# ---- pipe_mux_nsel ----
Figure 1. M2 wires (pipe_mux_nsel).
Scale: 3 px per um. Cells faint in the background.
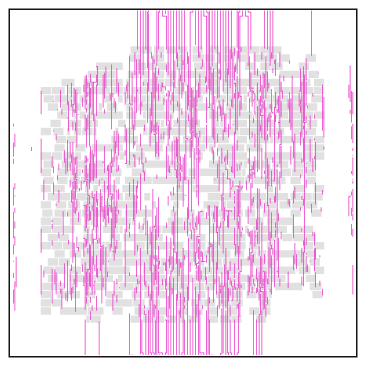

$ cat config.mk
export PLATFORM = sky130hd
export DESIGN_NAME = pipe_mux_nsel
export DESIGN_NICKNAME = d
export VERILOG_FILES = /design/src/rtl/pipe_mux_nsel.sv
export SDC_FILE = /design/constraint.sdc
export NUM_CORES = 1
export LEC_CHECK = 0
export CAP_MARGIN = 20
export CORE_MARGIN = 10
export CORE_UTILIZATION = 48
export DETAILED_ROUTE_END_ITERATION = 8
export PLACE_DENSITY_LB_ADDON = 0.3
export SLEW_MARGIN = 20
export SYNTH_ARGS = -nofsm -noshare
export SYNTH_HDL_FRONTEND = slang
export SYNTH_SLANG_ARGS = --single-unit
$ cat constraint.sdc
create_clock -name clk -period 4.3 [get_ports clk]
set_input_delay 1.075 -clock clk [delete_from_list [all_inputs] [get_ports clk]]
set_output_delay 1.075 -clock clk [all_outputs]
set_load 0.01 [all_outputs]
$ cat src/rtl/pipe_mux_nsel.sv
// Registered N-way operand selector with valid/ready handshake and a 2-entry skid buffer.
// Out-of-range selects yield DEFAULT and latch a sticky error flag.
module pipe_mux_nsel #(
  parameter int               WIDTH   = 32,
  parameter int               N_IN    = 4,
  parameter int               SEL_W   = 2,
  parameter logic [WIDTH-1:0] DEFAULT = '0
) (
  input  logic                  clk,
  input  logic                  rst,
  input  logic [N_IN*WIDTH-1:0] in_bus,
  input  logic [SEL_W-1:0]      sel,
  input  logic                  in_valid,
  output logic                  in_ready,
  output logic [WIDTH-1:0]      out_data,
  output logic                  out_valid,
  input  logic                  out_ready,
  output logic                  err_sel,
  input  logic                  clr_err,
  output logic [1:0]            state_dbg
);

  // Handshake: a word moves on any rising edge where valid and ready are both 1;
  // the producer holds in_bus/sel while in_valid=1 and in_ready=0, and out_data
  // is held while out_valid=1 and out_ready=0.

  // Encoding equals the number of buffered words.
  localparam logic [1:0] S_EMPTY = 2'd0;
  localparam logic [1:0] S_ONE   = 2'd1;
  localparam logic [1:0] S_FULL  = 2'd2;

  logic [1:0]       state_q, state_d;
  logic [WIDTH-1:0] main_q, main_d;
  logic [WIDTH-1:0] skid_q, skid_d;
  logic             err_q, err_d;
  logic [WIDTH-1:0] sel_word;
  logic             sel_bad;
  logic             accept, pop;

  always_comb begin
    sel_word = DEFAULT;
    for (int i = 0; i < N_IN; i++) begin
      if (32'(sel) == i) sel_word = in_bus[i*WIDTH +: WIDTH];
    end
  end

  assign sel_bad   = (32'(sel) >= N_IN);
  assign in_ready  = ~rst & (state_q != S_FULL);
  assign out_valid = (state_q == S_ONE) | (state_q == S_FULL);
  assign out_data  = main_q;
  assign err_sel   = err_q;
  assign state_dbg = state_q;
  assign accept    = in_valid & in_ready;
  assign pop       = out_valid & out_ready;

  always_comb begin
    state_d = state_q;
    main_d  = main_q;
    skid_d  = skid_q;
    case (state_q)
      S_EMPTY: begin
        if (accept) begin
          state_d = S_ONE;
          main_d  = sel_word;
        end
      end
      S_ONE: begin
        if (accept && pop) begin
          main_d = sel_word;
        end else if (accept) begin
          state_d = S_FULL;
          skid_d  = sel_word;
        end else if (pop) begin
          state_d = S_EMPTY;
        end
      end
      S_FULL: begin
        if (pop) begin
          state_d = S_ONE;
          main_d  = skid_q;
        end
      end
      default: state_d = S_EMPTY;
    endcase
  end

  // A new bad accept outranks a coincident clear.
  always_comb begin
    err_d = err_q;
    if (accept && sel_bad) err_d = 1'b1;
    else if (clr_err)      err_d = 1'b0;
  end

  always_ff @(posedge clk or posedge rst) begin
    if (rst) begin
      state_q <= S_EMPTY;
      main_q  <= '0;
      skid_q  <= '0;
      err_q   <= 1'b0;
    end else begin
      state_q <= state_d;
      main_q  <= main_d;
      skid_q  <= skid_d;
      err_q   <= err_d;
    end
  end

endmodule

# ---- sel_encode_seq ----
[src/rtl/sel_encode_seq.sv]
// rtl/sel_encode_seq.sv - IR field select/one-hot encode with 3-step operand sequencer
// Optional R0-as-zero for base-address reads: define SEL_R0_ZERO_EN.
module sel_encode_seq #(
  parameter int DATA_W  = 32,
  parameter int REG_CNT = 16,
  parameter int FIELD_W = 4,
  parameter int RA_LSB  = 23,
  parameter int RB_LSB  = 19,
  parameter int RC_LSB  = 15,
  parameter int CONST_W = 15
) (
  input  logic               clk,
  input  logic               rst_n,
  input  logic               ir_load,
  input  logic [DATA_W-1:0]  ir_data,
  input  logic               g_ra,
  input  logic               g_rb,
  input  logic               g_rc,
  input  logic               r_in,
  input  logic               r_out,
  input  logic               ba_out,
  input  logic               c_zext,
  input  logic               seq_start,
  output logic [DATA_W-1:0]  c,
  output logic [REG_CNT-1:0] rx_in,
  output logic [REG_CNT-1:0] rx_out,
  output logic [FIELD_W-1:0] sel_field,
  output logic               seq_busy,
  output logic               seq_done,
  output logic               sel_err
`ifdef SEL_R0_ZERO_EN
  ,output logic              r0_zero
`endif
);

  localparam logic [2:0] IDLE = 3'd0;
  localparam logic [2:0] S_RB = 3'd1;
  localparam logic [2:0] S_RC = 3'd2;
  localparam logic [2:0] S_RA = 3'd3;
  localparam logic [2:0] DONE = 3'd4;

  logic [2:0]         state_q, state_d;
  logic [DATA_W-1:0]  ir_q, ir_d;
  logic [REG_CNT-1:0] rx_in_q, rx_in_d, rx_out_q, rx_out_d;
  logic [FIELD_W-1:0] sel_field_q, sel_field_d;
  logic               seq_busy_q, seq_busy_d;
  logic               seq_done_q, seq_done_d;
  logic               sel_err_q, sel_err_d;
  logic               r0_zero_d;
  logic [FIELD_W-1:0] ra_f, rb_f, rc_f, man_f;

  function automatic logic [REG_CNT-1:0] dec(input logic [FIELD_W-1:0] f);
    dec    = '0;
    dec[f] = 1'b1;
  endfunction

  assign ra_f  = ir_q[RA_LSB +: FIELD_W];
  assign rb_f  = ir_q[RB_LSB +: FIELD_W];
  assign rc_f  = ir_q[RC_LSB +: FIELD_W];
  assign man_f = g_ra ? ra_f : (g_rb ? rb_f : rc_f);

  assign c = {{(DATA_W-CONST_W){ir_q[CONST_W-1] & ~c_zext}}, ir_q[CONST_W-1:0]};

  always_comb begin
    state_d     = state_q;
    ir_d        = ir_q;
    rx_in_d     = '0;
    rx_out_d    = '0;
    sel_field_d = sel_field_q;
    sel_err_d   = 1'b0;
    r0_zero_d   = 1'b0;
    case (state_q)
      IDLE: begin
        if (ir_load) ir_d = ir_data;
        if (seq_start) begin
          state_d     = S_RB;
          rx_out_d    = dec(rb_f);
          sel_field_d = rb_f;
        end else if (g_ra || g_rb || g_rc) begin
          sel_field_d = man_f;
          if (r_in) begin
            rx_in_d = dec(man_f);
          end else if (r_out || ba_out) begin
            rx_out_d = dec(man_f);
`ifdef SEL_R0_ZERO_EN
            // Base-address reads of R0 yield constant zero instead of the register.
            if (ba_out && !r_out && man_f == '0) begin
              rx_out_d  = '0;
              r0_zero_d = 1'b1;
            end
`endif
          end
        end
      end
      S_RB: begin
        state_d     = S_RC;
        rx_out_d    = dec(rc_f);
        sel_field_d = rc_f;
        sel_err_d   = ir_load | seq_start;
      end
      S_RC: begin
        state_d     = S_RA;
        rx_in_d     = dec(ra_f);
        sel_field_d = ra_f;
        sel_err_d   = ir_load | seq_start;
      end
      S_RA: begin
        state_d   = DONE;
        sel_err_d = ir_load | seq_start;
      end
      DONE: begin
        state_d   = IDLE;
        if (ir_load) ir_d = ir_data;
        sel_err_d = seq_start;
      end
      default: state_d = IDLE;
    endcase
    // Flags are computed from the next state so they line up with the registered buses.
    seq_busy_d = (state_d == S_RB) || (state_d == S_RC) || (state_d == S_RA);
    seq_done_d = (state_d == DONE);
  end

  always_ff @(posedge clk or negedge rst_n) begin
    if (!rst_n) begin
      state_q     <= IDLE;
      ir_q        <= '0;
      rx_in_q     <= '0;
      rx_out_q    <= '0;
      sel_field_q <= '0;
      seq_busy_q  <= 1'b0;
      seq_done_q  <= 1'b0;
      sel_err_q   <= 1'b0;
    end else begin
      state_q     <= state_d;
      ir_q        <= ir_d;
      rx_in_q     <= rx_in_d;
      rx_out_q    <= rx_out_d;
      sel_field_q <= sel_field_d;
      seq_busy_q  <= seq_busy_d;
      seq_done_q  <= seq_done_d;
      sel_err_q   <= sel_err_d;
    end
  end

  assign rx_in     = rx_in_q;
  assign rx_out    = rx_out_q;
  assign sel_field = sel_field_q;
  assign seq_busy  = seq_busy_q;
  assign seq_done  = seq_done_q;
  assign sel_err   = sel_err_q;

`ifdef SEL_R0_ZERO_EN
  logic r0_zero_q;
  always_ff @(posedge clk or negedge rst_n) begin
    if (!rst_n) r0_zero_q <= 1'b0;
    else        r0_zero_q <= r0_zero_d;
  end
  assign r0_zero = r0_zero_q;
`else
  logic unused_r0;
  assign unused_r0 = r0_zero_d;
`endif

endmodule

[config.mk]
export PLATFORM = sky130hd
export DESIGN_NAME = sel_encode_seq
export DESIGN_NICKNAME = d
export VERILOG_FILES = /design/src/rtl/sel_encode_seq.sv
export SDC_FILE = /design/constraint.sdc
export NUM_CORES = 1
export LEC_CHECK = 0
export ABC_AREA = 1
export CORE_MARGIN = 10
export CORE_UTILIZATION = 47
export CTS_CLUSTER_DIAMETER = 30
export CTS_CLUSTER_SIZE = 20
export DETAILED_ROUTE_END_ITERATION = 7
export PLACE_DENSITY = 0.92
export SYNTH_ARGS = -nofsm -noshare
export SYNTH_HDL_FRONTEND = slang
export SYNTH_SLANG_ARGS = --single-unit
[constraint.sdc]
create_clock -name clk -period 1.5 [get_ports clk]
set_input_delay 0.15 -clock clk [delete_from_list [all_inputs] [get_ports clk]]
set_output_delay 0.15 -clock clk [all_outputs]
set_load 0.01 [all_outputs]
# ---- mod_check_scheduler_flat ----
--- src/rtl/mod_check_scheduler_pkg.sv ---
`default_nettype none
// ============================================================================
//  Module   : mod_check_pkg
//  Brief    : Shared state encoding, default sizes and width helper for the
//             multi-client divisibility scheduler.
//  Revision : 1.0
// ============================================================================
package mod_check_pkg;

    typedef enum logic [1:0] {
        IDLE  = 2'd0,
        SHIFT = 2'd1,
        DONE  = 2'd2
    } state_t;

    localparam int DEF_NUM_REQ = 4;
    localparam int DEF_WIDTH   = 8;
    localparam int DEF_DIVISOR = 5;

    // Never returns 0 so that 1-entry ranges still get a legal 1-bit vector.
    function automatic int clog2w(input int n);
        return (n <= 2) ? 1 : $clog2(n);
    endfunction

    localparam int ID_W  = clog2w(DEF_NUM_REQ);
    localparam int REM_W = clog2w(DEF_DIVISOR);

endpackage
`default_nettype wire

--- src/rtl/mod_check_scheduler_if.sv ---
`default_nettype none
// ============================================================================
//  Module   : mod_check_scheduler_if
//  Brief    : Request / result handshake bundle of the divisibility scheduler.
//  Revision : 1.0
// ============================================================================
interface mod_check_scheduler_if
    import mod_check_pkg::*;
#(
    parameter int NUM_REQ = DEF_NUM_REQ,
    parameter int WIDTH   = DEF_WIDTH,
    parameter int DIVISOR = DEF_DIVISOR
) ();

    localparam int c_ID_W  = clog2w(NUM_REQ);
    localparam int c_REM_W = clog2w(DIVISOR);

    logic [NUM_REQ-1:0]       req_valid;
    logic [NUM_REQ*WIDTH-1:0] req_data;
    logic [NUM_REQ-1:0]       req_ready;
    logic                     res_valid;
    logic                     res_ready;
    logic [c_ID_W-1:0]        res_id;
    logic                     res_div;
    logic [c_REM_W-1:0]       res_rem;
    logic                     busy;

    modport master (
        output req_valid, req_data, res_ready,
        input  req_ready, res_valid, res_id, res_div, res_rem, busy
    );

    modport slave (
        input  req_valid, req_data, res_ready,
        output req_ready, res_valid, res_id, res_div, res_rem, busy
    );

endinterface
`default_nettype wire

--- src/rtl/mod_check_scheduler_residue_step.sv ---
`default_nettype none
// ============================================================================
//  Module   : mod_residue_step
//  Brief    : One MSB-first step of a mod-DIVISOR residue: (2*r + b) mod D.
//  Revision : 1.0
// ============================================================================
module mod_residue_step
    import mod_check_pkg::*;
#(
    parameter int  DIVISOR = DEF_DIVISOR,
    localparam int c_REM_W = clog2w(DIVISOR)
) (
    input  logic [c_REM_W-1:0] i_residue,
    input  logic               i_bit,
    output logic [c_REM_W-1:0] o_residue
);

    localparam logic [c_REM_W:0] c_DIV = (c_REM_W + 1)'(DIVISOR);

    logic [c_REM_W:0] w_sum;

    // 2*r+b never exceeds 2*D-1, so one conditional subtract is exact.
    assign w_sum     = {i_residue, i_bit};
    assign o_residue = (w_sum >= c_DIV) ? c_REM_W'(w_sum - c_DIV) : w_sum[c_REM_W-1:0];

endmodule
`default_nettype wire

--- src/rtl/mod_check_scheduler.sv ---
`default_nettype none
// ============================================================================
//  Module   : mod_check_scheduler
//  Brief    : Round-robin front end sharing one bit-serial mod-DIVISOR engine.
//  Revision : 1.0
// ============================================================================
module mod_check_scheduler
    import mod_check_pkg::*;
#(
    parameter int NUM_REQ = DEF_NUM_REQ,
    parameter int WIDTH   = DEF_WIDTH,
    parameter int DIVISOR = DEF_DIVISOR
) (
    input  logic                 clk,
    input  logic                 reset,
    mod_check_scheduler_if.slave bus
);

    localparam int c_ID_W  = clog2w(NUM_REQ);
    localparam int c_REM_W = clog2w(DIVISOR);
    localparam int c_CNT_W = clog2w(WIDTH);

    localparam logic [c_CNT_W-1:0] c_CNT_LAST = c_CNT_W'(WIDTH - 1);
    localparam logic [c_ID_W-1:0]  c_ID_LAST  = c_ID_W'(NUM_REQ - 1);

    state_t               r_state;
    state_t               w_state_nxt;
    logic [WIDTH-1:0]     r_shift;
    logic [c_ID_W-1:0]    r_id;
    logic [c_ID_W-1:0]    r_last_grant;
    logic [c_ID_W-1:0]    w_winner;
    logic [c_ID_W-1:0]    w_cand;
    logic [c_REM_W-1:0]   r_residue;
    logic [c_REM_W-1:0]   w_residue_nxt;
    logic [c_REM_W-1:0]   r_res_rem;
    logic [c_CNT_W-1:0]   r_cnt;
    logic                 r_res_valid;
    logic                 r_res_div;
    logic                 w_any;
    logic                 w_accept;
    logic                 w_last_bit;
    logic [NUM_REQ-1:0]   w_req_ready;

    // Search order starts just past the previous winner.
    always_comb begin
        w_any    = 1'b0;
        w_winner = r_last_grant;
        w_cand   = '0;
        for (int k = 1; k <= NUM_REQ; k++) begin
            w_cand = c_ID_W'((int'(r_last_grant) + k) % NUM_REQ);
            if (!w_any && bus.req_valid[w_cand]) begin
                w_any    = 1'b1;
                w_winner = w_cand;
            end
        end
    end

    // Gated by reset so no requester sees an accept that the flops will drop.
    assign w_accept   = (r_state == IDLE) && w_any && reset;
    assign w_last_bit = (r_state == SHIFT) && (r_cnt == c_CNT_LAST);

    always_comb begin
        w_req_ready = '0;
        if (w_accept) begin
            w_req_ready[w_winner] = 1'b1;
        end
    end

    always_ff @(posedge clk or negedge reset) begin
        if (!reset) begin
            r_state <= IDLE;
        end else begin
            r_state <= w_state_nxt;
        end
    end

    always_comb begin
        w_state_nxt = r_state;
        case (r_state)
            IDLE:    if (w_accept)                w_state_nxt = SHIFT;
            SHIFT:   if (r_cnt == c_CNT_LAST)     w_state_nxt = DONE;
            DONE:    if (bus.res_ready)           w_state_nxt = IDLE;
            default:                              w_state_nxt = IDLE;
        endcase
    end

    mod_residue_step #(
        .DIVISOR   (DIVISOR)
    ) u_step (
        .i_residue (r_residue),
        .i_bit     (r_shift[WIDTH-1]),
        .o_residue (w_residue_nxt)
    );

    always_ff @(posedge clk or negedge reset) begin
        if (!reset) begin
            r_shift      <= '0;
            r_id         <= '0;
            r_residue    <= '0;
            r_cnt        <= '0;
            r_last_grant <= c_ID_LAST;
            r_res_valid  <= 1'b0;
            r_res_div    <= 1'b0;
            r_res_rem    <= '0;
        end else begin
            if (w_accept) begin
                r_shift      <= bus.req_data[w_winner*WIDTH +: WIDTH];
                r_id         <= w_winner;
                r_residue    <= '0;
                r_cnt        <= '0;
                r_last_grant <= w_winner;
            end
            if (r_state == SHIFT) begin
                r_residue <= w_residue_nxt;
                r_shift   <= r_shift << 1;
                r_cnt     <= r_cnt + 1'b1;
            end
            // Result fields are loaded once and held until the consumer takes them.
            if (w_last_bit) begin
                r_res_valid <= 1'b1;
                r_res_rem   <= w_residue_nxt;
                r_res_div   <= (w_residue_nxt == '0);
            end else if ((r_state == DONE) && bus.res_ready) begin
                r_res_valid <= 1'b0;
            end
        end
    end

    assign bus.req_ready = w_req_ready;
    assign bus.res_valid = r_res_valid;
    assign bus.res_id    = r_id;
    assign bus.res_div   = r_res_div;
    assign bus.res_rem   = r_res_rem;
    assign bus.busy      = (r_state != IDLE);

endmodule
`default_nettype wire

--- src/flat_wrapper.sv ---
// flat-port wrapper written by rule: the top's interface ports become plain ports
module mod_check_scheduler_flat import mod_check_pkg::*;
#(
    parameter int NUM_REQ = DEF_NUM_REQ,
    parameter int WIDTH   = DEF_WIDTH,
    parameter int DIVISOR = DEF_DIVISOR
)
  (clk, reset, bus_req_valid, bus_req_data, bus_res_ready, bus_req_ready, bus_res_valid, bus_res_id, bus_res_div, bus_res_rem, bus_busy);
  mod_check_scheduler_if #(.NUM_REQ(NUM_REQ), .WIDTH(WIDTH), .DIVISOR(DIVISOR)) bus_i ();
  input  logic clk;
  input  logic reset;
  input wire logic [$bits(bus_i.req_valid)-1:0] bus_req_valid;
  input wire logic [$bits(bus_i.req_data)-1:0] bus_req_data;
  input wire logic [$bits(bus_i.res_ready)-1:0] bus_res_ready;
  output wire logic [$bits(bus_i.req_ready)-1:0] bus_req_ready;
  output wire logic [$bits(bus_i.res_valid)-1:0] bus_res_valid;
  output wire logic [$bits(bus_i.res_id)-1:0] bus_res_id;
  output wire logic [$bits(bus_i.res_div)-1:0] bus_res_div;
  output wire logic [$bits(bus_i.res_rem)-1:0] bus_res_rem;
  output wire logic [$bits(bus_i.busy)-1:0] bus_busy;
  assign bus_i.req_valid = bus_req_valid;
  assign bus_i.req_data = bus_req_data;
  assign bus_i.res_ready = bus_res_ready;
  assign bus_req_ready = bus_i.req_ready;
  assign bus_res_valid = bus_i.res_valid;
  assign bus_res_id = bus_i.res_id;
  assign bus_res_div = bus_i.res_div;
  assign bus_res_rem = bus_i.res_rem;
  assign bus_busy = bus_i.busy;
  mod_check_scheduler #(.NUM_REQ(NUM_REQ), .WIDTH(WIDTH), .DIVISOR(DIVISOR)) u_core (.clk(clk), .reset(reset), .bus(bus_i));
endmodule
--- config.mk ---
export PLATFORM = sky130hd
export DESIGN_NAME = mod_check_scheduler_flat
export DESIGN_NICKNAME = d
export VERILOG_FILES = /design/src/rtl/mod_check_scheduler_pkg.sv /design/src/rtl/mod_check_scheduler_if.sv /design/src/rtl/mod_check_scheduler_residue_step.sv /design/src/rtl/mod_check_scheduler.sv /design/src/flat_wrapper.sv
export SDC_FILE = /design/constraint.sdc
export NUM_CORES = 1
export LEC_CHECK = 0
export CORE_ASPECT_RATIO = 1.1
export CORE_MARGIN = 1.5
export CORE_UTILIZATION = 40
export CTS_CLUSTER_SIZE = 8
export DETAILED_ROUTE_END_ITERATION = 12
export PLACE_DENSITY = 0.75
export SYNTH_ARGS = -nofsm -noshare
export SYNTH_HDL_FRONTEND = slang
export SYNTH_SLANG_ARGS = --single-unit
--- constraint.sdc ---
create_clock -name clk -period 1.95 [get_ports clk]
set_clock_uncertainty 0.2 [all_clocks]
set_input_delay 0.2925 -clock clk [delete_from_list [all_inputs] [get_ports clk]]
set_output_delay 0.2925 -clock clk [all_outputs]
set_load 0.02 [all_outputs]
# ---- seg7_scan_driver_flat ----
### src/rtl/seg7_scan_driver_pkg.sv
`default_nettype none
// ============================================================================
//  Module      : seg7_pkg
//  Description : Shared types and helpers for the 7-segment scan driver:
//                conversion FSM state encoding, blank segment pattern and a
//                BCD-nibble to active-low segment decoder.
//  Revision    : 1.0 - initial release
// ============================================================================
package seg7_pkg;

    typedef enum logic [1:0] {
        IDLE  = 2'd0,
        SHIFT = 2'd1,
        LOAD  = 2'd2
    } state_t;

    // Segment order is {g,f,e,d,c,b,a}, active-low.
    localparam logic [6:0] SEG_BLANK  = 7'b1111111;
    localparam int         DIGITS_MAX = 4;

    // Nibbles 10-15 never come out of the converter; they decode to all-off.
    function automatic logic [6:0] seg_decode(input logic [3:0] nib);
        logic [6:0] r;
        case (nib)
            4'd0:    r = 7'b1000000;
            4'd1:    r = 7'b1111001;
            4'd2:    r = 7'b0100100;
            4'd3:    r = 7'b0110000;
            4'd4:    r = 7'b0011001;
            4'd5:    r = 7'b0010010;
            4'd6:    r = 7'b0000010;
            4'd7:    r = 7'b1111000;
            4'd8:    r = 7'b0000000;
            4'd9:    r = 7'b0010000;
            default: r = SEG_BLANK;
        endcase
        return r;
    endfunction

endpackage
`default_nettype wire

### src/rtl/seg7_scan_driver_if.sv
`default_nettype none
// ============================================================================
//  Module      : seg7_scan_driver_if
//  Description : Bundle of the scan driver's data and display signals.
//                  data_in   - binary value to show (master -> slave)
//                  blank_lz  - leading-zero blanking enable (master -> slave)
//                  an        - digit enables, active-low (slave -> master)
//                  seg       - segments {g,f,e,d,c,b,a}, active-low
//                  dp        - decimal point, active-low
//                  bcd_valid - pulse when the displayed value updates
//  Revision    : 1.0 - initial release
// ============================================================================
interface seg7_scan_driver_if #(
    parameter int DATA_W = 11,
    parameter int DIGITS = 4
);
    logic [DATA_W-1:0] data_in;
    logic              blank_lz;
    logic [DIGITS-1:0] an;
    logic [6:0]        seg;
    logic              dp;
    logic              bcd_valid;

    modport master (
        output data_in, blank_lz,
        input  an, seg, dp, bcd_valid
    );

    modport slave (
        input  data_in, blank_lz,
        output an, seg, dp, bcd_valid
    );
endinterface
`default_nettype wire

### src/rtl/seg7_scan_driver_bin2bcd.sv
`default_nettype none
// ============================================================================
//  Module      : bin2bcd_seq
//  Description : Sequential double-dabble converter. Free-running loop of
//                IDLE (sample) -> SHIFT x DATA_W -> LOAD, one result every
//                DATA_W+2 cycles.
//  Ports       : clk, rst_n    - clock, async active-low reset
//                bin_in        - binary input, sampled only in IDLE
//                bcd_out       - BCD accumulator, valid while bcd_valid=1
//                bcd_valid     - high for the single LOAD cycle
//  Revision    : 1.0 - initial release
// ============================================================================
module bin2bcd_seq
    import seg7_pkg::*;
#(
    parameter int DATA_W = 11,
    parameter int DIGITS = 4
) (
    input  wire logic                  clk,
    input  wire logic                  rst_n,
    input  wire logic [DATA_W-1:0]     bin_in,
    output logic      [4*DIGITS-1:0]   bcd_out,
    output logic                       bcd_valid
);
    localparam int BCD_W = 4 * DIGITS;
    localparam int CNT_W = $clog2(DATA_W + 1);

    state_t             r_state;
    state_t             w_state_nxt;
    logic [BCD_W-1:0]   r_bcd;
    logic [BCD_W-1:0]   w_bcd_adj;
    logic [DATA_W-1:0]  r_bin;
    logic [CNT_W-1:0]   r_cnt;

    // State register
    always_ff @(posedge clk or negedge rst_n) begin
        if (!rst_n) r_state <= IDLE;
        else        r_state <= w_state_nxt;
    end

    // Next-state logic; r_cnt==1 means the last shift is happening now
    always_comb begin
        w_state_nxt = r_state;
        case (r_state)
            IDLE:    w_state_nxt = SHIFT;
            SHIFT:   w_state_nxt = (r_cnt == CNT_W'(1)) ? LOAD : SHIFT;
            LOAD:    w_state_nxt = IDLE;
            default: w_state_nxt = IDLE;
        endcase
    end

    // Add-3 correction applied to every nibble before each shift
    always_comb begin
        w_bcd_adj = r_bcd;
        for (int i = 0; i < DIGITS; i++) begin
            if (r_bcd[4*i +: 4] >= 4'd5)
                w_bcd_adj[4*i +: 4] = r_bcd[4*i +: 4] + 4'd3;
        end
    end

    // Datapath
    always_ff @(posedge clk or negedge rst_n) begin
        if (!rst_n) begin
            r_bcd <= '0;
            r_bin <= '0;
            r_cnt <= '0;
        end else begin
            case (r_state)
                IDLE: begin
                    r_bin <= bin_in;
                    r_bcd <= '0;
                    r_cnt <= CNT_W'(DATA_W);
                end
                SHIFT: begin
                    {r_bcd, r_bin} <= {w_bcd_adj[BCD_W-2:0], r_bin, 1'b0};
                    r_cnt          <= r_cnt - CNT_W'(1);
                end
                default: ;
            endcase
        end
    end

    // Outputs
    always_comb begin
        bcd_out   = r_bcd;
        bcd_valid = (r_state == LOAD);
    end

endmodule
`default_nettype wire

### src/rtl/seg7_scan_driver.sv
`default_nettype none
// ============================================================================
//  Module      : seg7_scan_driver
//  Description : Converts a binary count to BCD and time-multiplexes the
//                digits onto a common-anode 7-segment display with optional
//                leading-zero blanking and a fixed decimal point.
//  Ports       : clk    - system clock
//                rst_n  - asynchronous active-low reset
//                bus    - seg7_scan_driver_if.slave (data_in, blank_lz in;
//                         an, seg, dp, bcd_valid out)
//  Revision    : 1.0 - initial release
// ============================================================================
module seg7_scan_driver
    import seg7_pkg::*;
#(
    parameter int DATA_W   = 11,
    parameter int DIGITS   = 4,
    parameter int SCAN_DIV = 50000,
    parameter int DP_POS   = 1
) (
    input  wire logic           clk,
    input  wire logic           rst_n,
    seg7_scan_driver_if.slave   bus
);
    localparam int BCD_W = 4 * DIGITS;
    localparam int IDX_W = (DIGITS > 1) ? $clog2(DIGITS) : 1;
    localparam int DIV_W = $clog2(SCAN_DIV);

    logic [BCD_W-1:0]  w_bcd;
    logic              w_bcd_valid;

    logic [BCD_W-1:0]  r_disp;
    logic [DIV_W-1:0]  r_div;
    logic [IDX_W-1:0]  r_idx;
    logic [DIGITS-1:0] r_an;
    logic [6:0]        r_seg;
    logic              r_dp;
    logic              r_bcd_valid;

    logic              w_div_tc;
    logic [IDX_W-1:0]  w_idx_nxt;
    logic              w_upper_zero;
    logic [3:0]        w_digit;
    logic              w_digit_blank;
    logic [DIGITS-1:0] w_an_nxt;
    logic [6:0]        w_seg_nxt;
    logic              w_dp_nxt;

    bin2bcd_seq #(
        .DATA_W (DATA_W),
        .DIGITS (DIGITS)
    ) u_bin2bcd (
        .clk       (clk),
        .rst_n     (rst_n),
        .bin_in    (bus.data_in),
        .bcd_out   (w_bcd),
        .bcd_valid (w_bcd_valid)
    );

    assign w_div_tc  = (r_div == DIV_W'(SCAN_DIV - 1));
    assign w_idx_nxt = !w_div_tc                     ? r_idx :
                       (r_idx == IDX_W'(DIGITS - 1)) ? '0    :
                                                       r_idx + IDX_W'(1);

    // Walk digits from the top so w_upper_zero means "this digit and every
    // higher one are zero"; digit 0 is never blanked.
    always_comb begin
        w_upper_zero  = 1'b1;
        w_digit       = '0;
        w_digit_blank = 1'b0;
        for (int k = DIGITS - 1; k >= 0; k--) begin
            w_upper_zero = w_upper_zero & (r_disp[4*k +: 4] == 4'd0);
            if (w_idx_nxt == IDX_W'(k)) begin
                w_digit       = r_disp[4*k +: 4];
                w_digit_blank = bus.blank_lz & w_upper_zero & (k != 0);
            end
        end
    end

    // Outputs are computed from the index being loaded on this edge so the
    // anode, segments and dp all switch together.
    assign w_an_nxt  = ~(DIGITS'(1) << w_idx_nxt);
    assign w_seg_nxt = w_digit_blank ? SEG_BLANK : seg_decode(w_digit);
    assign w_dp_nxt  = ((DP_POS < DIGITS) && (int'(w_idx_nxt) == DP_POS)) ? 1'b0 : 1'b1;

    always_ff @(posedge clk or negedge rst_n) begin
        if (!rst_n) begin
            r_disp      <= '0;
            r_div       <= '0;
            r_idx       <= '0;
            r_an        <= '1;
            r_seg       <= SEG_BLANK;
            r_dp        <= 1'b1;
            r_bcd_valid <= 1'b0;
        end else begin
            if (w_bcd_valid)
                r_disp <= w_bcd;
            r_bcd_valid <= w_bcd_valid;
            r_div       <= w_div_tc ? '0 : r_div + DIV_W'(1);
            r_idx       <= w_idx_nxt;
            r_an        <= w_an_nxt;
            r_seg       <= w_seg_nxt;
            r_dp        <= w_dp_nxt;
        end
    end

    assign bus.an        = r_an;
    assign bus.seg       = r_seg;
    assign bus.dp        = r_dp;
    assign bus.bcd_valid = r_bcd_valid;

endmodule
`default_nettype wire

### src/flat_wrapper.sv
// flat-port wrapper written by rule: the top's interface ports become plain ports
module seg7_scan_driver_flat import seg7_pkg::*;
#(
    parameter int DATA_W   = 11,
    parameter int DIGITS   = 4,
    parameter int SCAN_DIV = 50000,
    parameter int DP_POS   = 1
)
  (clk, rst_n, bus_data_in, bus_blank_lz, bus_an, bus_seg, bus_dp, bus_bcd_valid);
  seg7_scan_driver_if #(.DATA_W(DATA_W), .DIGITS(DIGITS)) bus_i ();
  input  wire logic clk;
  input  wire logic rst_n;
  input wire logic [$bits(bus_i.data_in)-1:0] bus_data_in;
  input wire logic [$bits(bus_i.blank_lz)-1:0] bus_blank_lz;
  output wire logic [$bits(bus_i.an)-1:0] bus_an;
  output wire logic [$bits(bus_i.seg)-1:0] bus_seg;
  output wire logic [$bits(bus_i.dp)-1:0] bus_dp;
  output wire logic [$bits(bus_i.bcd_valid)-1:0] bus_bcd_valid;
  assign bus_i.data_in = bus_data_in;
  assign bus_i.blank_lz = bus_blank_lz;
  assign bus_an = bus_i.an;
  assign bus_seg = bus_i.seg;
  assign bus_dp = bus_i.dp;
  assign bus_bcd_valid = bus_i.bcd_valid;
  seg7_scan_driver #(.DATA_W(DATA_W), .DIGITS(DIGITS), .SCAN_DIV(SCAN_DIV), .DP_POS(DP_POS)) u_core (.clk(clk), .rst_n(rst_n), .bus(bus_i));
endmodule
### config.mk
export PLATFORM = sky130hd
export DESIGN_NAME = seg7_scan_driver_flat
export DESIGN_NICKNAME = d
export VERILOG_FILES = /design/src/rtl/seg7_scan_driver_pkg.sv /design/src/rtl/seg7_scan_driver_if.sv /design/src/rtl/seg7_scan_driver_bin2bcd.sv /design/src/rtl/seg7_scan_driver.sv /design/src/flat_wrapper.sv
export SDC_FILE = /design/constraint.sdc
export NUM_CORES = 1
export LEC_CHECK = 0
export CORE_UTILIZATION = 65
export CTS_BUF_LIST = sky130_fd_sc_hd__clkbuf_4 sky130_fd_sc_hd__clkbuf_8
export CTS_CLUSTER_SIZE = 20
export DETAILED_ROUTE_END_ITERATION = 16
export HOLD_SLACK_MARGIN = 0.12
export PLACE_DENSITY_LB_ADDON = 0.1
export SLEW_MARGIN = 15
export SYNTH_ARGS = -nofsm -noshare
export SYNTH_HDL_FRONTEND = slang
export SYNTH_SLANG_ARGS = --single-unit
### constraint.sdc
create_clock -name clk -period 6.3 [get_ports clk]
set_input_delay 1.89 -clock clk [delete_from_list [all_inputs] [get_ports clk]]
set_output_delay 1.89 -clock clk [all_outputs]
set_load 0.02 [all_outputs]

==> notes/layouts.md <==
Pictures saved along the way, in no particular order.

M2 wires.
(a)
Scale: 4 px per um. Cells faint in the background.
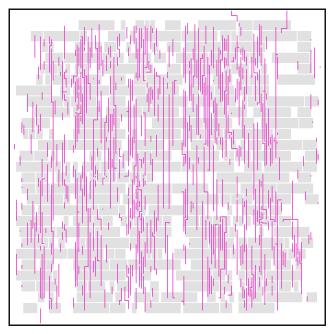
(b)
Scale: 6 px per um. Cells faint in the background.
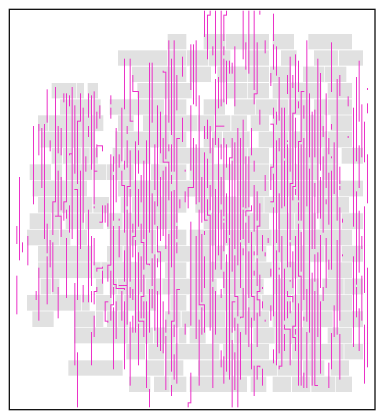
(c)
Scale: 3 px per um. Cells faint in the background.
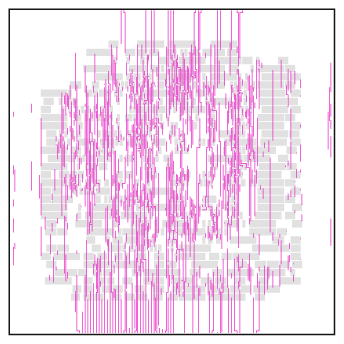
sel_encode_seq -> (c)
seg7_scan_driver_flat -> (a)
mod_check_scheduler_flat -> (b)
Of these, largest die: (c)
Of these, smallest die: (b)

Key to (b):
- share of all routed wire: 52%
- wire length on this layer: 3160 um
- nets with wire on the layer: 259
- longest straight run: 28.2 um
- main direction: vertical

Figure 2. Port wiring (seg7_scan_driver_flat).
Scale: 4 px per um.
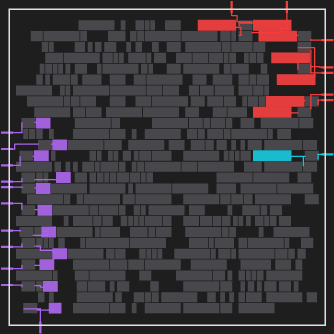
- bus_dp: cyan (bits 1; direction output; end cells 1; wire 8.40 um)
- bus_seg: red (bits 7; direction output; end cells 7; wire 81.9 um)
- bus_data_in: purple (bits 11; direction input; end cells 11; wire 76.3 um)
port buffer count: 26
I/O pin cnt: 27

Figure 3. Wiring by layer (seg7_scan_driver_flat).
Scale: 8 px per um. Two of the layers only.
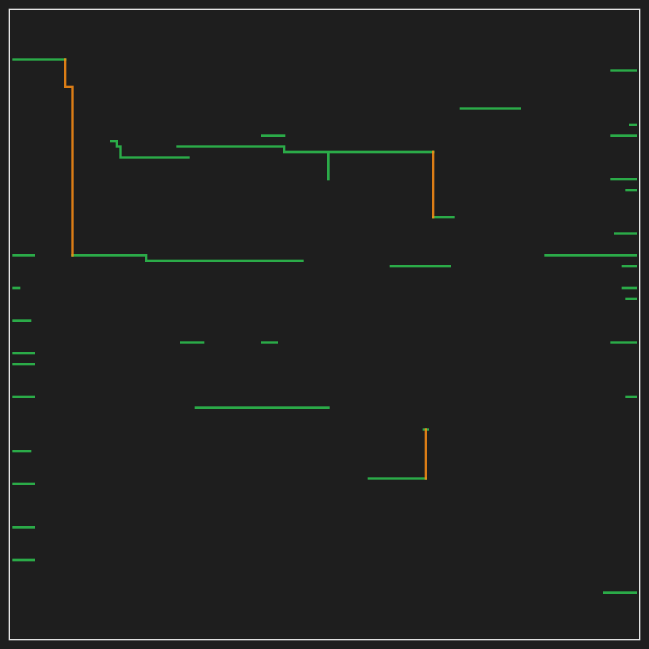
- met4: orange (wire length 39.7 um)
- met3: green (wire length 192 um)
routed len/inst: 14.2 um
GRT Overall Usage: 0.238
vias post-DR: 2531
DRT Wirelength: 6410 um

==> metrics.cfg, seg7_scan_driver_flat <==
[logic_synthesis]
synth_flops=79
top_logic_kind=simple AND/OR/NAND/NOR gates
synthArstFlopShare=1.00
edf_count=0

[clock_network]
tritoncts=yes
cts_setup_buffers=0
clkSinkCount=79

[cells_and_area]
dominant_cells=flip-flops and latches
area_growth_pct=12.6
nonClkBufAreaFrac=0.0652

[placement]
postPlaceCellArea_sq_mm=0.00411

[setup_path]
end_kind=flop
worstPathArrival_ps=3710
critPathLaunchType=flop
worst_r2r_path_depth=9

[status]
status=complete, no violations

[detailed_routing]
met3_length_um=191

[timing]
relSlewSlack=0.378

seg7_scan_driver_flat: through the flow:
step	instances	hold slack [ps]	power [mW]	worst slack (ps)
after floorplan	350	450	0.903	3220
after global placement	437	468	1.00	2990
after detailed placement	437	484	1.02	2890
after CTS	452	498	1.37	2840
after global routing	452	520	1.44	2590
final	452	493	1.37	2870
seg7_scan_driver_flat: report_power, final:
group | total (mW) | leakage, nW | switching [mW] | internal [mW]
Sequential | 0.659 | 1.01 | 0.0613 | 0.597
Clock | 0.356 | 0.0991 | 0.173 | 0.183
Combinational | 0.352 | 0.927 | 0.180 | 0.172
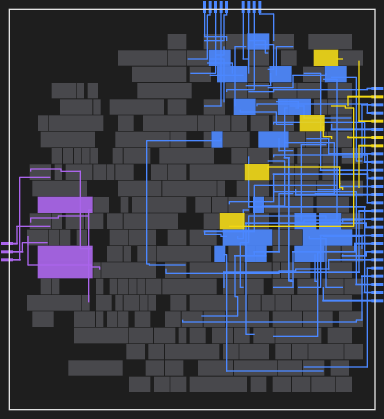
Figure 4: mod_check_scheduler_flat, port wiring.
Scale: 6 px per um.
- bus_req_ready: yellow (bits 4; direction output; end cells 4; wire 95.9 um)
- bus_res_rem: purple (bits 3; direction output; end cells 3; wire 104 um)
- bus_req_data: blue (bits 32; direction input; end cells 19; wire 1110 um)
I/O pin cnt: 51
port buffer count: 50

==> metrics.cfg, mod_check_scheduler_flat <==
[timing]
setup_slack_ps=-591
relSlewSlack=0.676
min_period_ps=2540
setup_viol=16

[power_and_ir_drop]
power_leader=combinational cells
p_int_mw=2.00

[floorplan]
die_h_um=66.5

[detailed_routing]
vias=1606

[clock_network]
cts_buffer_depth=2

[logic_synthesis]
synthAdderAreaFrac=0.0342
synthArstFlopShare=1.00

[setup_path]
r2r_setup_slack_ps=-520
end_kind=output port

[status]
status=finished, violations left
violations=negative setup slack

[mod_check_scheduler_flat: placed cells by master, fill, tap and decap left out, types with 4 or more instances in the layout]
master / count
nor2_4: 5
mux2i_1: 8
clkdlybuf4s50_1: 40
nand2_1: 15
a21o_1: 4
buf_6: 16
buf_4: 21
dfrtp_1: 23
o221ai_1: 5
a22oi_1: 7
nor2_1: 5
o21ai_0: 10
nand3_1: 4
dlygate4sd2_1: 6
[mod_check_scheduler_flat: stage by stage]
stage               hold slack, ps   util
floorplan                     -203      -
global placement               266  0.658
detailed placement             277  0.658
CTS                            308  0.720
global route                   346  0.763
finish                         307  0.763
Figure 5. Clock routing (sel_encode_seq).
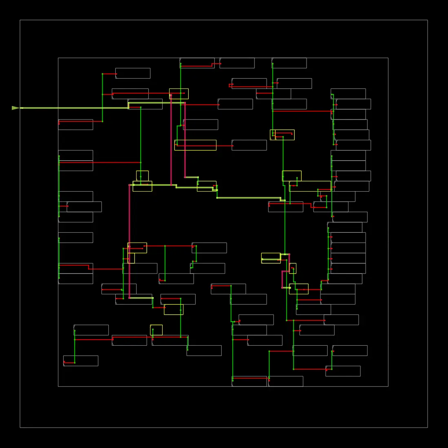
Clock Skew: 13.4 ps
clk ins delay skew pair: 350 ps
Clk. pwr: 1.65 mW

Figure 6. Layout detail (sel_encode_seq).
Region (71, 71) to (91, 91) um. Cells in grey, sequential cells in the stronger grey; small squares are vias.
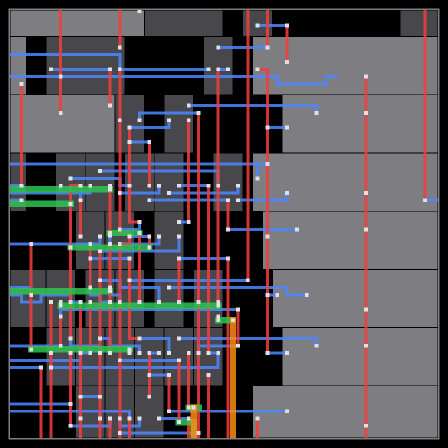
- met2: red
- met1: blue
- met3: green
- met4: orange
- netlist names of flops here include: rx_in (8)
- cells with their middle in the window: 34
- most frequent: nand2_1 (21), dfrtp_1 (8), nor2_1 (4)
- sequential cells in the window: 8

==> metrics.cfg, sel_encode_seq <==
[status]
status=complete, no violations

[global_route]
grt_usage=0.180
grt_pass1_vias=3348
grt_pass1_wl_um=16600

[cells_and_area]
seq_area_sq_mm=0.00173
inverters=31
layout-drive-gt1-share=0.115
nonClkBufAreaFrac=0.258
logic_area_sq_mm=0.00148
final_area_sq_mm=0.00495
mostFrequentLayoutCells=nand2_1 (152), clkdlybuf4s50_1 (90), nor2_1 (69)
largest-register=ir_q

[clock_network]
cts_hold_buf=1
tritoncts=yes
cts_root_buf=clkbuf_8

[power_and_ir_drop]
power_leakage_nw=2.51
p_clk_frac=0.184
p_sw_mw=3.65

[timing]
hold_viol=0
slew_violations=0
timing.hold.ws_ps=346
worst_pin_slew_ps=603
setup_viol=0
fin_crit_sh=0.975

[floorplan]
fp.dieW_um=108
rows=32
top_level_ports=114
chipArea_sq_mm=0.0117
die_h_um=108

[detailed_routing]
wl_met2_um=5380
drc=0
ant_nets=0
drtPass1Iterations=5

[setup_path]
r2r_setup_slack_ps=90
end_kind=output port
r2r-end=rx_out[6]
worstPathArrival_ps=1310

[logic_synthesis]
floorplan.nets=503
ys_area_sq_mm=0.00364
synthArstFlopShare=1.00
synthAdderAreaFrac=0
largest_area_cell=dfrtp_1
yosys.cell_count.top_type=nand2_1

[placement]
postPlaceCellArea_sq_mm=0.00471

-- sel_encode_seq: per-stage QoR --
| stage | worst slack [ps] | instances | util |
|---|---|---|---|
| floorplan | 83.9 | 460 | - |
| global placement | -141 | 650 | 0.620 |
| detailed placement | -156 | 650 | 0.620 |
| CTS | 6.65 | 667 | 0.646 |
| global route | -28.6 | 669 | 0.651 |
| finish | 38.2 | 669 | 0.651 |
Figure 7. Port wiring (pipe_mux_nsel).
Scale: 3 px per um.
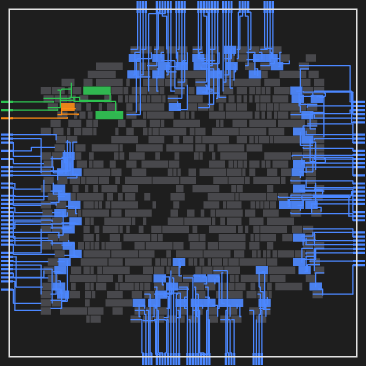
- out_valid: orange (bits 1; direction output; end cells 1; wire 33.0 um)
- in_bus: blue (bits 128; direction input; end cells 64; wire 3280 um)
- state_dbg: green (bits 2; direction output; end cells 2; wire 100 um)
I/O pin cnt: 172
port buffer count: 169

About Figure 1:
- share of all routed wire: 50%
- wire length on this layer: 6290 um
- main direction: vertical
- nets with wire on the layer: 621
- longest straight run: 45.2 um
DRT Wirelength: 12500 um
vias post-DR: 3679
met2 usage: 0.322

==> metrics.cfg, pipe_mux_nsel <==
[setup_path]
r2r_setup_slack_ps=1580
critPathRequiredTime_ps=3220
path_cells=clkdlybuf4s50_1 > nor2_1 > clkdlybuf4s50_1

[floorplan]
chipArea_sq_mm=0.0133
core_area_sq_mm=0.00876
die_h_um=115

[logic_synthesis]
floorplan.nets=554
yosysTopAreaCellShare=0.379
synthAdderAreaFrac=0.0115
synthSimpleGateAreaFrac=0.0428
yosys_warnings=0
synth_xor_xnor_area_share=0.00201
postSynthAreaPerCell_sq_um=10.5
synthFlopType=dfrtp_1

[timing]
fin_crit_sh=0.773
min_period_ps=3320
slew_violations=0
relSlewSlack=0.423

[cells_and_area]
area_growth_pct=42.4
final-clk-cell-share=0.0294
comb_cells=279

[run]
maxCapViolations=0

[placement]
hpwl_um=9400
gp_congestion=0.806

[power_and_ir_drop]
powerComb_mw=1.88
p_clk_frac=0.140
powerSeq_mw=1.10
swShare=0.345

[global_route]
antenna_found_initial=0
met3_usage=0.0766
grt_pass1_wl_um=20000
grt_pass1_vias=3949
grt_usage=0.187

[detailed_routing]
drc=0
routed.top_layer=met4
wl_met2_um=6290
drtPass1Iterations=4

[clock_network]
clk_pin_slew_ps=70
cts-resized-gates=0

[hold_path]
hold_path_end=skid_q[6]
hp-class=reg2reg

[status]
status=complete, no violations

## pipe_mux_nsel: through the flow
| stage | hold WS, ps | std cells | setup slack, ps | util | power [mW] |
|---|---|---|---|---|---|
| after floorplan | 450 | 415 | 1570 | - | 2.32 |
| after global placement | 461 | 667 | 979 | 0.687 | 2.93 |
| after detailed placement | 471 | 667 | 925 | 0.687 | 3.00 |
| after CTS | 486 | 683 | 968 | 0.708 | 3.50 |
| after global routing | 502 | 683 | 907 | 0.708 | 3.69 |
| final | 483 | 683 | 977 | 0.708 | 3.46 |

# ---- display_feed_flat ----
Figure 8. Layout detail (display_feed_flat).
Region (56, 56) to (76, 76) um. Cells in grey, sequential cells in the stronger grey; small squares are vias.
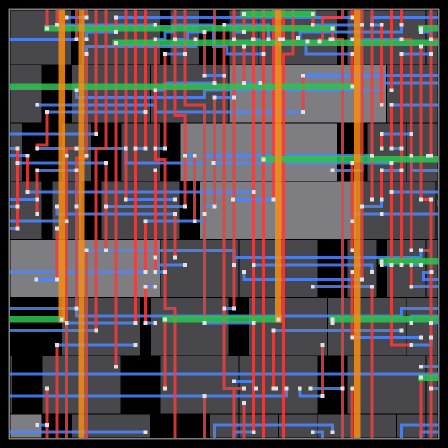
Figure 9. Port wiring (display_feed_flat).
Scale: 4 px per um.
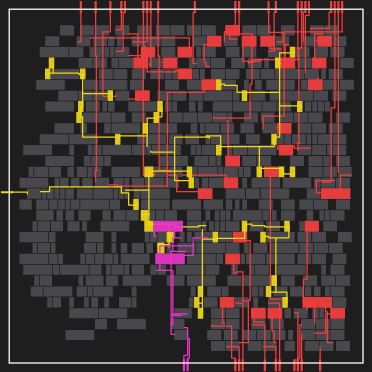
$ cat config.mk
export PLATFORM = sky130hd
export DESIGN_NAME = display_feed_flat
export DESIGN_NICKNAME = d
export VERILOG_FILES = /design/src/rtl/display_feed_if.sv /design/src/rtl/display_feed.sv /design/src/flat_wrapper.sv
export SDC_FILE = /design/constraint.sdc
export NUM_CORES = 1
export LEC_CHECK = 0
export CORE_MARGIN = 2
export CORE_UTILIZATION = 42
export DETAILED_ROUTE_END_ITERATION = 10
export GPL_TIMING_DRIVEN = 0
export PLACE_DENSITY = 0.87
export SLEW_MARGIN = 20
export SYNTH_ARGS = -nofsm -noshare
export SYNTH_HDL_FRONTEND = slang
export SYNTH_SLANG_ARGS = --single-unit
$ cat constraint.sdc
create_clock -name clk -period 4.2 [get_ports clk]
set_input_delay 0.63 -clock clk [delete_from_list [all_inputs] [get_ports clk]]
set_output_delay 0.63 -clock clk [all_outputs]
set_load 0.03 [all_outputs]
$ cat src/rtl/display_feed_if.sv
// Bundle between the CPU status feeder and its consumer: raw button, freeze level,
// four candidate status words and the selected index, display word and busy flag.
interface display_feed_if;
   logic        btn_next;
   logic        freeze;
   logic [31:0] src0;
   logic [31:0] src1;
   logic [31:0] src2;
   logic [31:0] src3;
   logic [1:0]  sel;
   logic [31:0] data;
   logic        busy;

   modport master (
      output btn_next, freeze, src0, src1, src2, src3,
      input  sel, data, busy
   );

   modport slave (
      input  btn_next, freeze, src0, src1, src2, src3,
      output sel, data, busy
   );
endinterface

$ cat src/rtl/display_feed.sv
// Selects one of four status words with a debounced button and feeds the 7-seg driver.
// Define DISP_BCD_EN to convert the word to 8-digit packed BCD (saturating) before display.
module display_feed #(
   parameter int unsigned DEBOUNCE_CYCLES = 1_000_000
) (
   input logic          clk,
   input logic          rst,
   display_feed_if.slave bus
);
   localparam int unsigned CntW = $clog2(DEBOUNCE_CYCLES);
   localparam logic [CntW-1:0] CntMax = CntW'(DEBOUNCE_CYCLES - 1);

   logic            sync1_q, sync2_q, db_q;
   logic [CntW-1:0] cnt_q;
   logic [1:0]      sel_q;
   logic [31:0]     data_q;
   logic [31:0]     src_mux;
   logic            press;

   // Accepted rising level of the debounced button; sel steps on the same edge db rises.
   assign press = (sync2_q != db_q) && (cnt_q == CntMax) && sync2_q;

   always_comb begin
      src_mux = bus.src0;
      case (sel_q)
         2'd0: src_mux = bus.src0;
         2'd1: src_mux = bus.src1;
         2'd2: src_mux = bus.src2;
         2'd3: src_mux = bus.src3;
         default: src_mux = bus.src0;
      endcase
   end

   always_ff @(posedge clk) begin
      if (rst) begin
         sync1_q <= 1'b0;
         sync2_q <= 1'b0;
         db_q    <= 1'b0;
         cnt_q   <= '0;
         sel_q   <= 2'd0;
      end else begin
         sync1_q <= bus.btn_next;
         sync2_q <= sync1_q;
         if (sync2_q == db_q) begin
            cnt_q <= '0;
         end else if (cnt_q == CntMax) begin
            db_q  <= sync2_q;
            cnt_q <= '0;
         end else begin
            cnt_q <= cnt_q + 1'b1;
         end
         if (press) sel_q <= sel_q + 2'd1;
      end
   end

   assign bus.sel  = sel_q;
   assign bus.data = data_q;

`ifdef DISP_BCD_EN
   typedef enum logic [1:0] {StIdle, StShift, StLoad} state_e;

   state_e      state_q;
   logic [31:0] op_q;
   logic [39:0] acc_q;
   logic [39:0] acc_adj;
   logic [4:0]  bit_q;
   logic [1:0]  op_sel_q;
   logic        busy_q;

   // Double-dabble correction: every BCD nibble >= 5 gets +3 before the shift.
   always_comb begin
      acc_adj = acc_q;
      for (int i = 0; i < 10; i++) begin
         if (acc_q[4*i +: 4] >= 4'd5) acc_adj[4*i +: 4] = acc_q[4*i +: 4] + 4'd3;
      end
   end

   always_ff @(posedge clk) begin
      if (rst) begin
         state_q  <= StIdle;
         op_q     <= '0;
         acc_q    <= '0;
         bit_q    <= '0;
         op_sel_q <= 2'd0;
         busy_q   <= 1'b0;
         data_q   <= '0;
      end else begin
         unique case (state_q)
            StIdle: begin
               if (!bus.freeze) begin
                  op_q     <= src_mux;
                  op_sel_q <= sel_q;
                  acc_q    <= '0;
                  bit_q    <= '0;
                  busy_q   <= 1'b1;
                  state_q  <= StShift;
               end
            end
            StShift: begin
               // A source switch mid-conversion abandons the stale operand.
               if (sel_q != op_sel_q) begin
                  busy_q  <= 1'b0;
                  state_q <= StIdle;
               end else begin
                  acc_q <= (acc_adj << 1) | {39'd0, op_q[31]};
                  op_q  <= op_q << 1;
                  bit_q <= bit_q + 5'd1;
                  if (bit_q == 5'd31) state_q <= StLoad;
               end
            end
            StLoad: begin
               // Freeze was low at capture, so high here means it rose mid-conversion.
               if (!bus.freeze) begin
                  data_q <= (acc_q[39:32] != 8'd0) ? 32'h9999_9999 : acc_q[31:0];
               end
               busy_q  <= 1'b0;
               state_q <= StIdle;
            end
            default: begin
               busy_q  <= 1'b0;
               state_q <= StIdle;
            end
         endcase
      end
   end

   assign bus.busy = busy_q;
`else
   always_ff @(posedge clk) begin
      if (rst) begin
         data_q <= '0;
      end else if (!bus.freeze) begin
         data_q <= src_mux;
      end
   end

   assign bus.busy = 1'b0;
`endif
endmodule

$ cat src/flat_wrapper.sv
// flat-port wrapper written by rule: the top's interface ports become plain ports
module display_feed_flat 
#(
   parameter int unsigned DEBOUNCE_CYCLES = 1_000_000
)
  (clk, rst, bus_btn_next, bus_freeze, bus_src0, bus_src1, bus_src2, bus_src3, bus_sel, bus_data, bus_busy);
  display_feed_if bus_i ();
  input logic clk;
  input logic rst;
  input wire logic [$bits(bus_i.btn_next)-1:0] bus_btn_next;
  input wire logic [$bits(bus_i.freeze)-1:0] bus_freeze;
  input wire logic [$bits(bus_i.src0)-1:0] bus_src0;
  input wire logic [$bits(bus_i.src1)-1:0] bus_src1;
  input wire logic [$bits(bus_i.src2)-1:0] bus_src2;
  input wire logic [$bits(bus_i.src3)-1:0] bus_src3;
  output wire logic [$bits(bus_i.sel)-1:0] bus_sel;
  output wire logic [$bits(bus_i.data)-1:0] bus_data;
  output wire logic [$bits(bus_i.busy)-1:0] bus_busy;
  assign bus_i.btn_next = bus_btn_next;
  assign bus_i.freeze = bus_freeze;
  assign bus_i.src0 = bus_src0;
  assign bus_i.src1 = bus_src1;
  assign bus_i.src2 = bus_src2;
  assign bus_i.src3 = bus_src3;
  assign bus_sel = bus_i.sel;
  assign bus_data = bus_i.data;
  assign bus_busy = bus_i.busy;
  display_feed #(.DEBOUNCE_CYCLES(DEBOUNCE_CYCLES)) u_core (.clk(clk), .rst(rst), .bus(bus_i));
endmodule
==> metrics.cfg <==
[cells_and_area]
final-clk-cell-share=0.0308
logic_area_sq_mm=0.00169
nonClkBufAreaFrac=0.358

[detailed_routing]
drtPass1Iterations=6
met3_length_um=1230

[logic_synthesis]
synthArstFlopShare=0
floorplan.nets=490
synthFlopType=dfxtp_1

[status]
status=complete, no violations

[placement]
gp_congestion=0.926
postPlaceCellArea_sq_mm=0.00473

[power_and_ir_drop]
powerSeq_mw=0.571
power_density_mw_per_mm2=259

[floorplan]
core_area_sq_mm=0.00683

[timing]
setup_slack_ps=2100

## Picture notes: Figure 8
- met2: red
- met3: green
- met4: orange
- met1: blue
- most frequent: clkdlybuf4s50_1 (14), o21ai_0 (4), dfxtp_1 (4)
- cells with their middle in the window: 32
- netlist names of flops here include: u_core.bus.data (4)
- sequential cells in the window: 4

## Picture notes: Figure 9
- rst: yellow (bits 1; direction input; end cells 38; wire 360 um)
- bus_src2: red (bits 32; direction input; end cells 32; wire 1040 um)
- bus_sel: magenta (bits 2; direction output; end cells 2; wire 109 um)

==> kinds of logic (layout without fill, tap and decap cells) <==
family	Yosys count	count (layout)	share of synthesized area
simple gates	130	130	0.205
compound gates	78	78	0.189
flops	57	57	0.384
buf+inv	35	212	0.0468
mux	32	32	0.108
xor+xnor	15	15	0.0443
fa+ha+maj	5	5	0.0211
other cells	1	1	0.00126
==> flip-flops by register name (all words and copies together), names as in the netlist <==
name	count
u_core.cnt_q	20
u_core.bus.data	32
u_core.bus.sel	2
u_core.db_q	1
u_core.sync1_q	1
u_core.sync2_q	1


==> gallery <==
Wiring by layer.
panel A
Scale: 6 px per um. Two of the layers only.
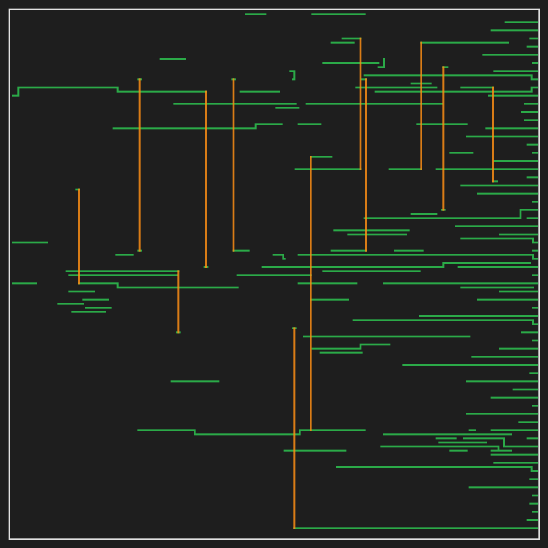
panel B
Scale: 6 px per um. Two of the layers only.
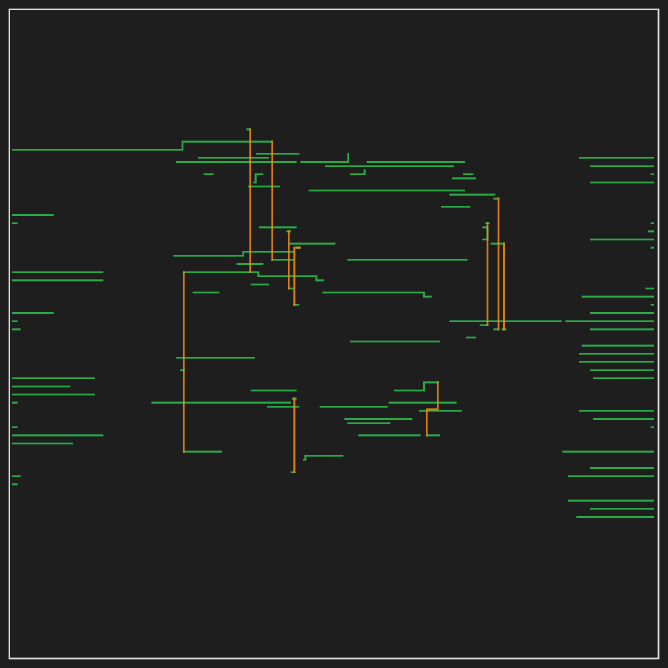
panel C
Scale: 4 px per um. Two of the layers only.
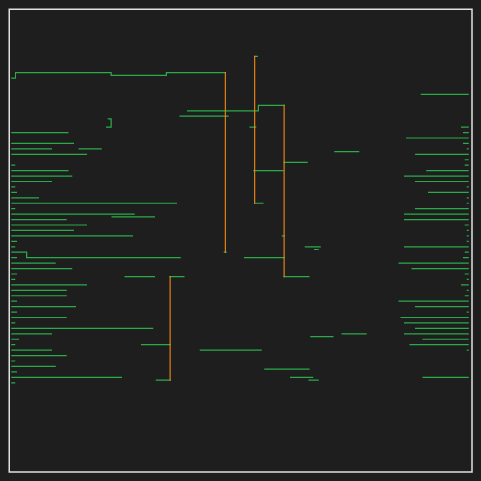
panel D
Scale: 8 px per um. Two of the layers only.
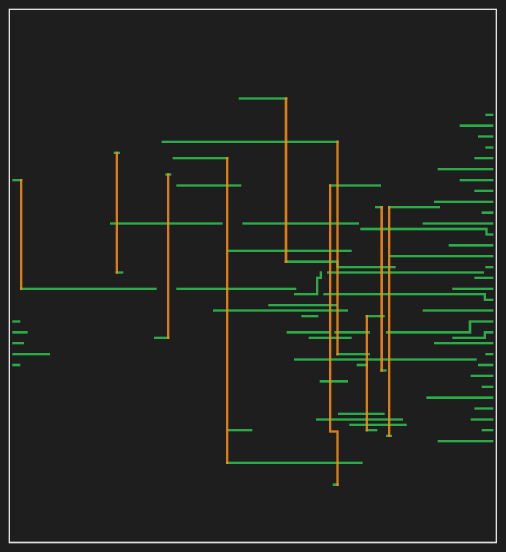
- display_feed_flat = panel A
- mod_check_scheduler_flat = panel D
- sel_encode_seq = panel B
- pipe_mux_nsel = panel C
The one with the least wire is panel D.
The one with the smallest die is panel D.

Key to panel D:
- met4: orange (wire length 236 um)
- met3: green (wire length 465 um)

Power is estimated from default activity; no workload was simulated.
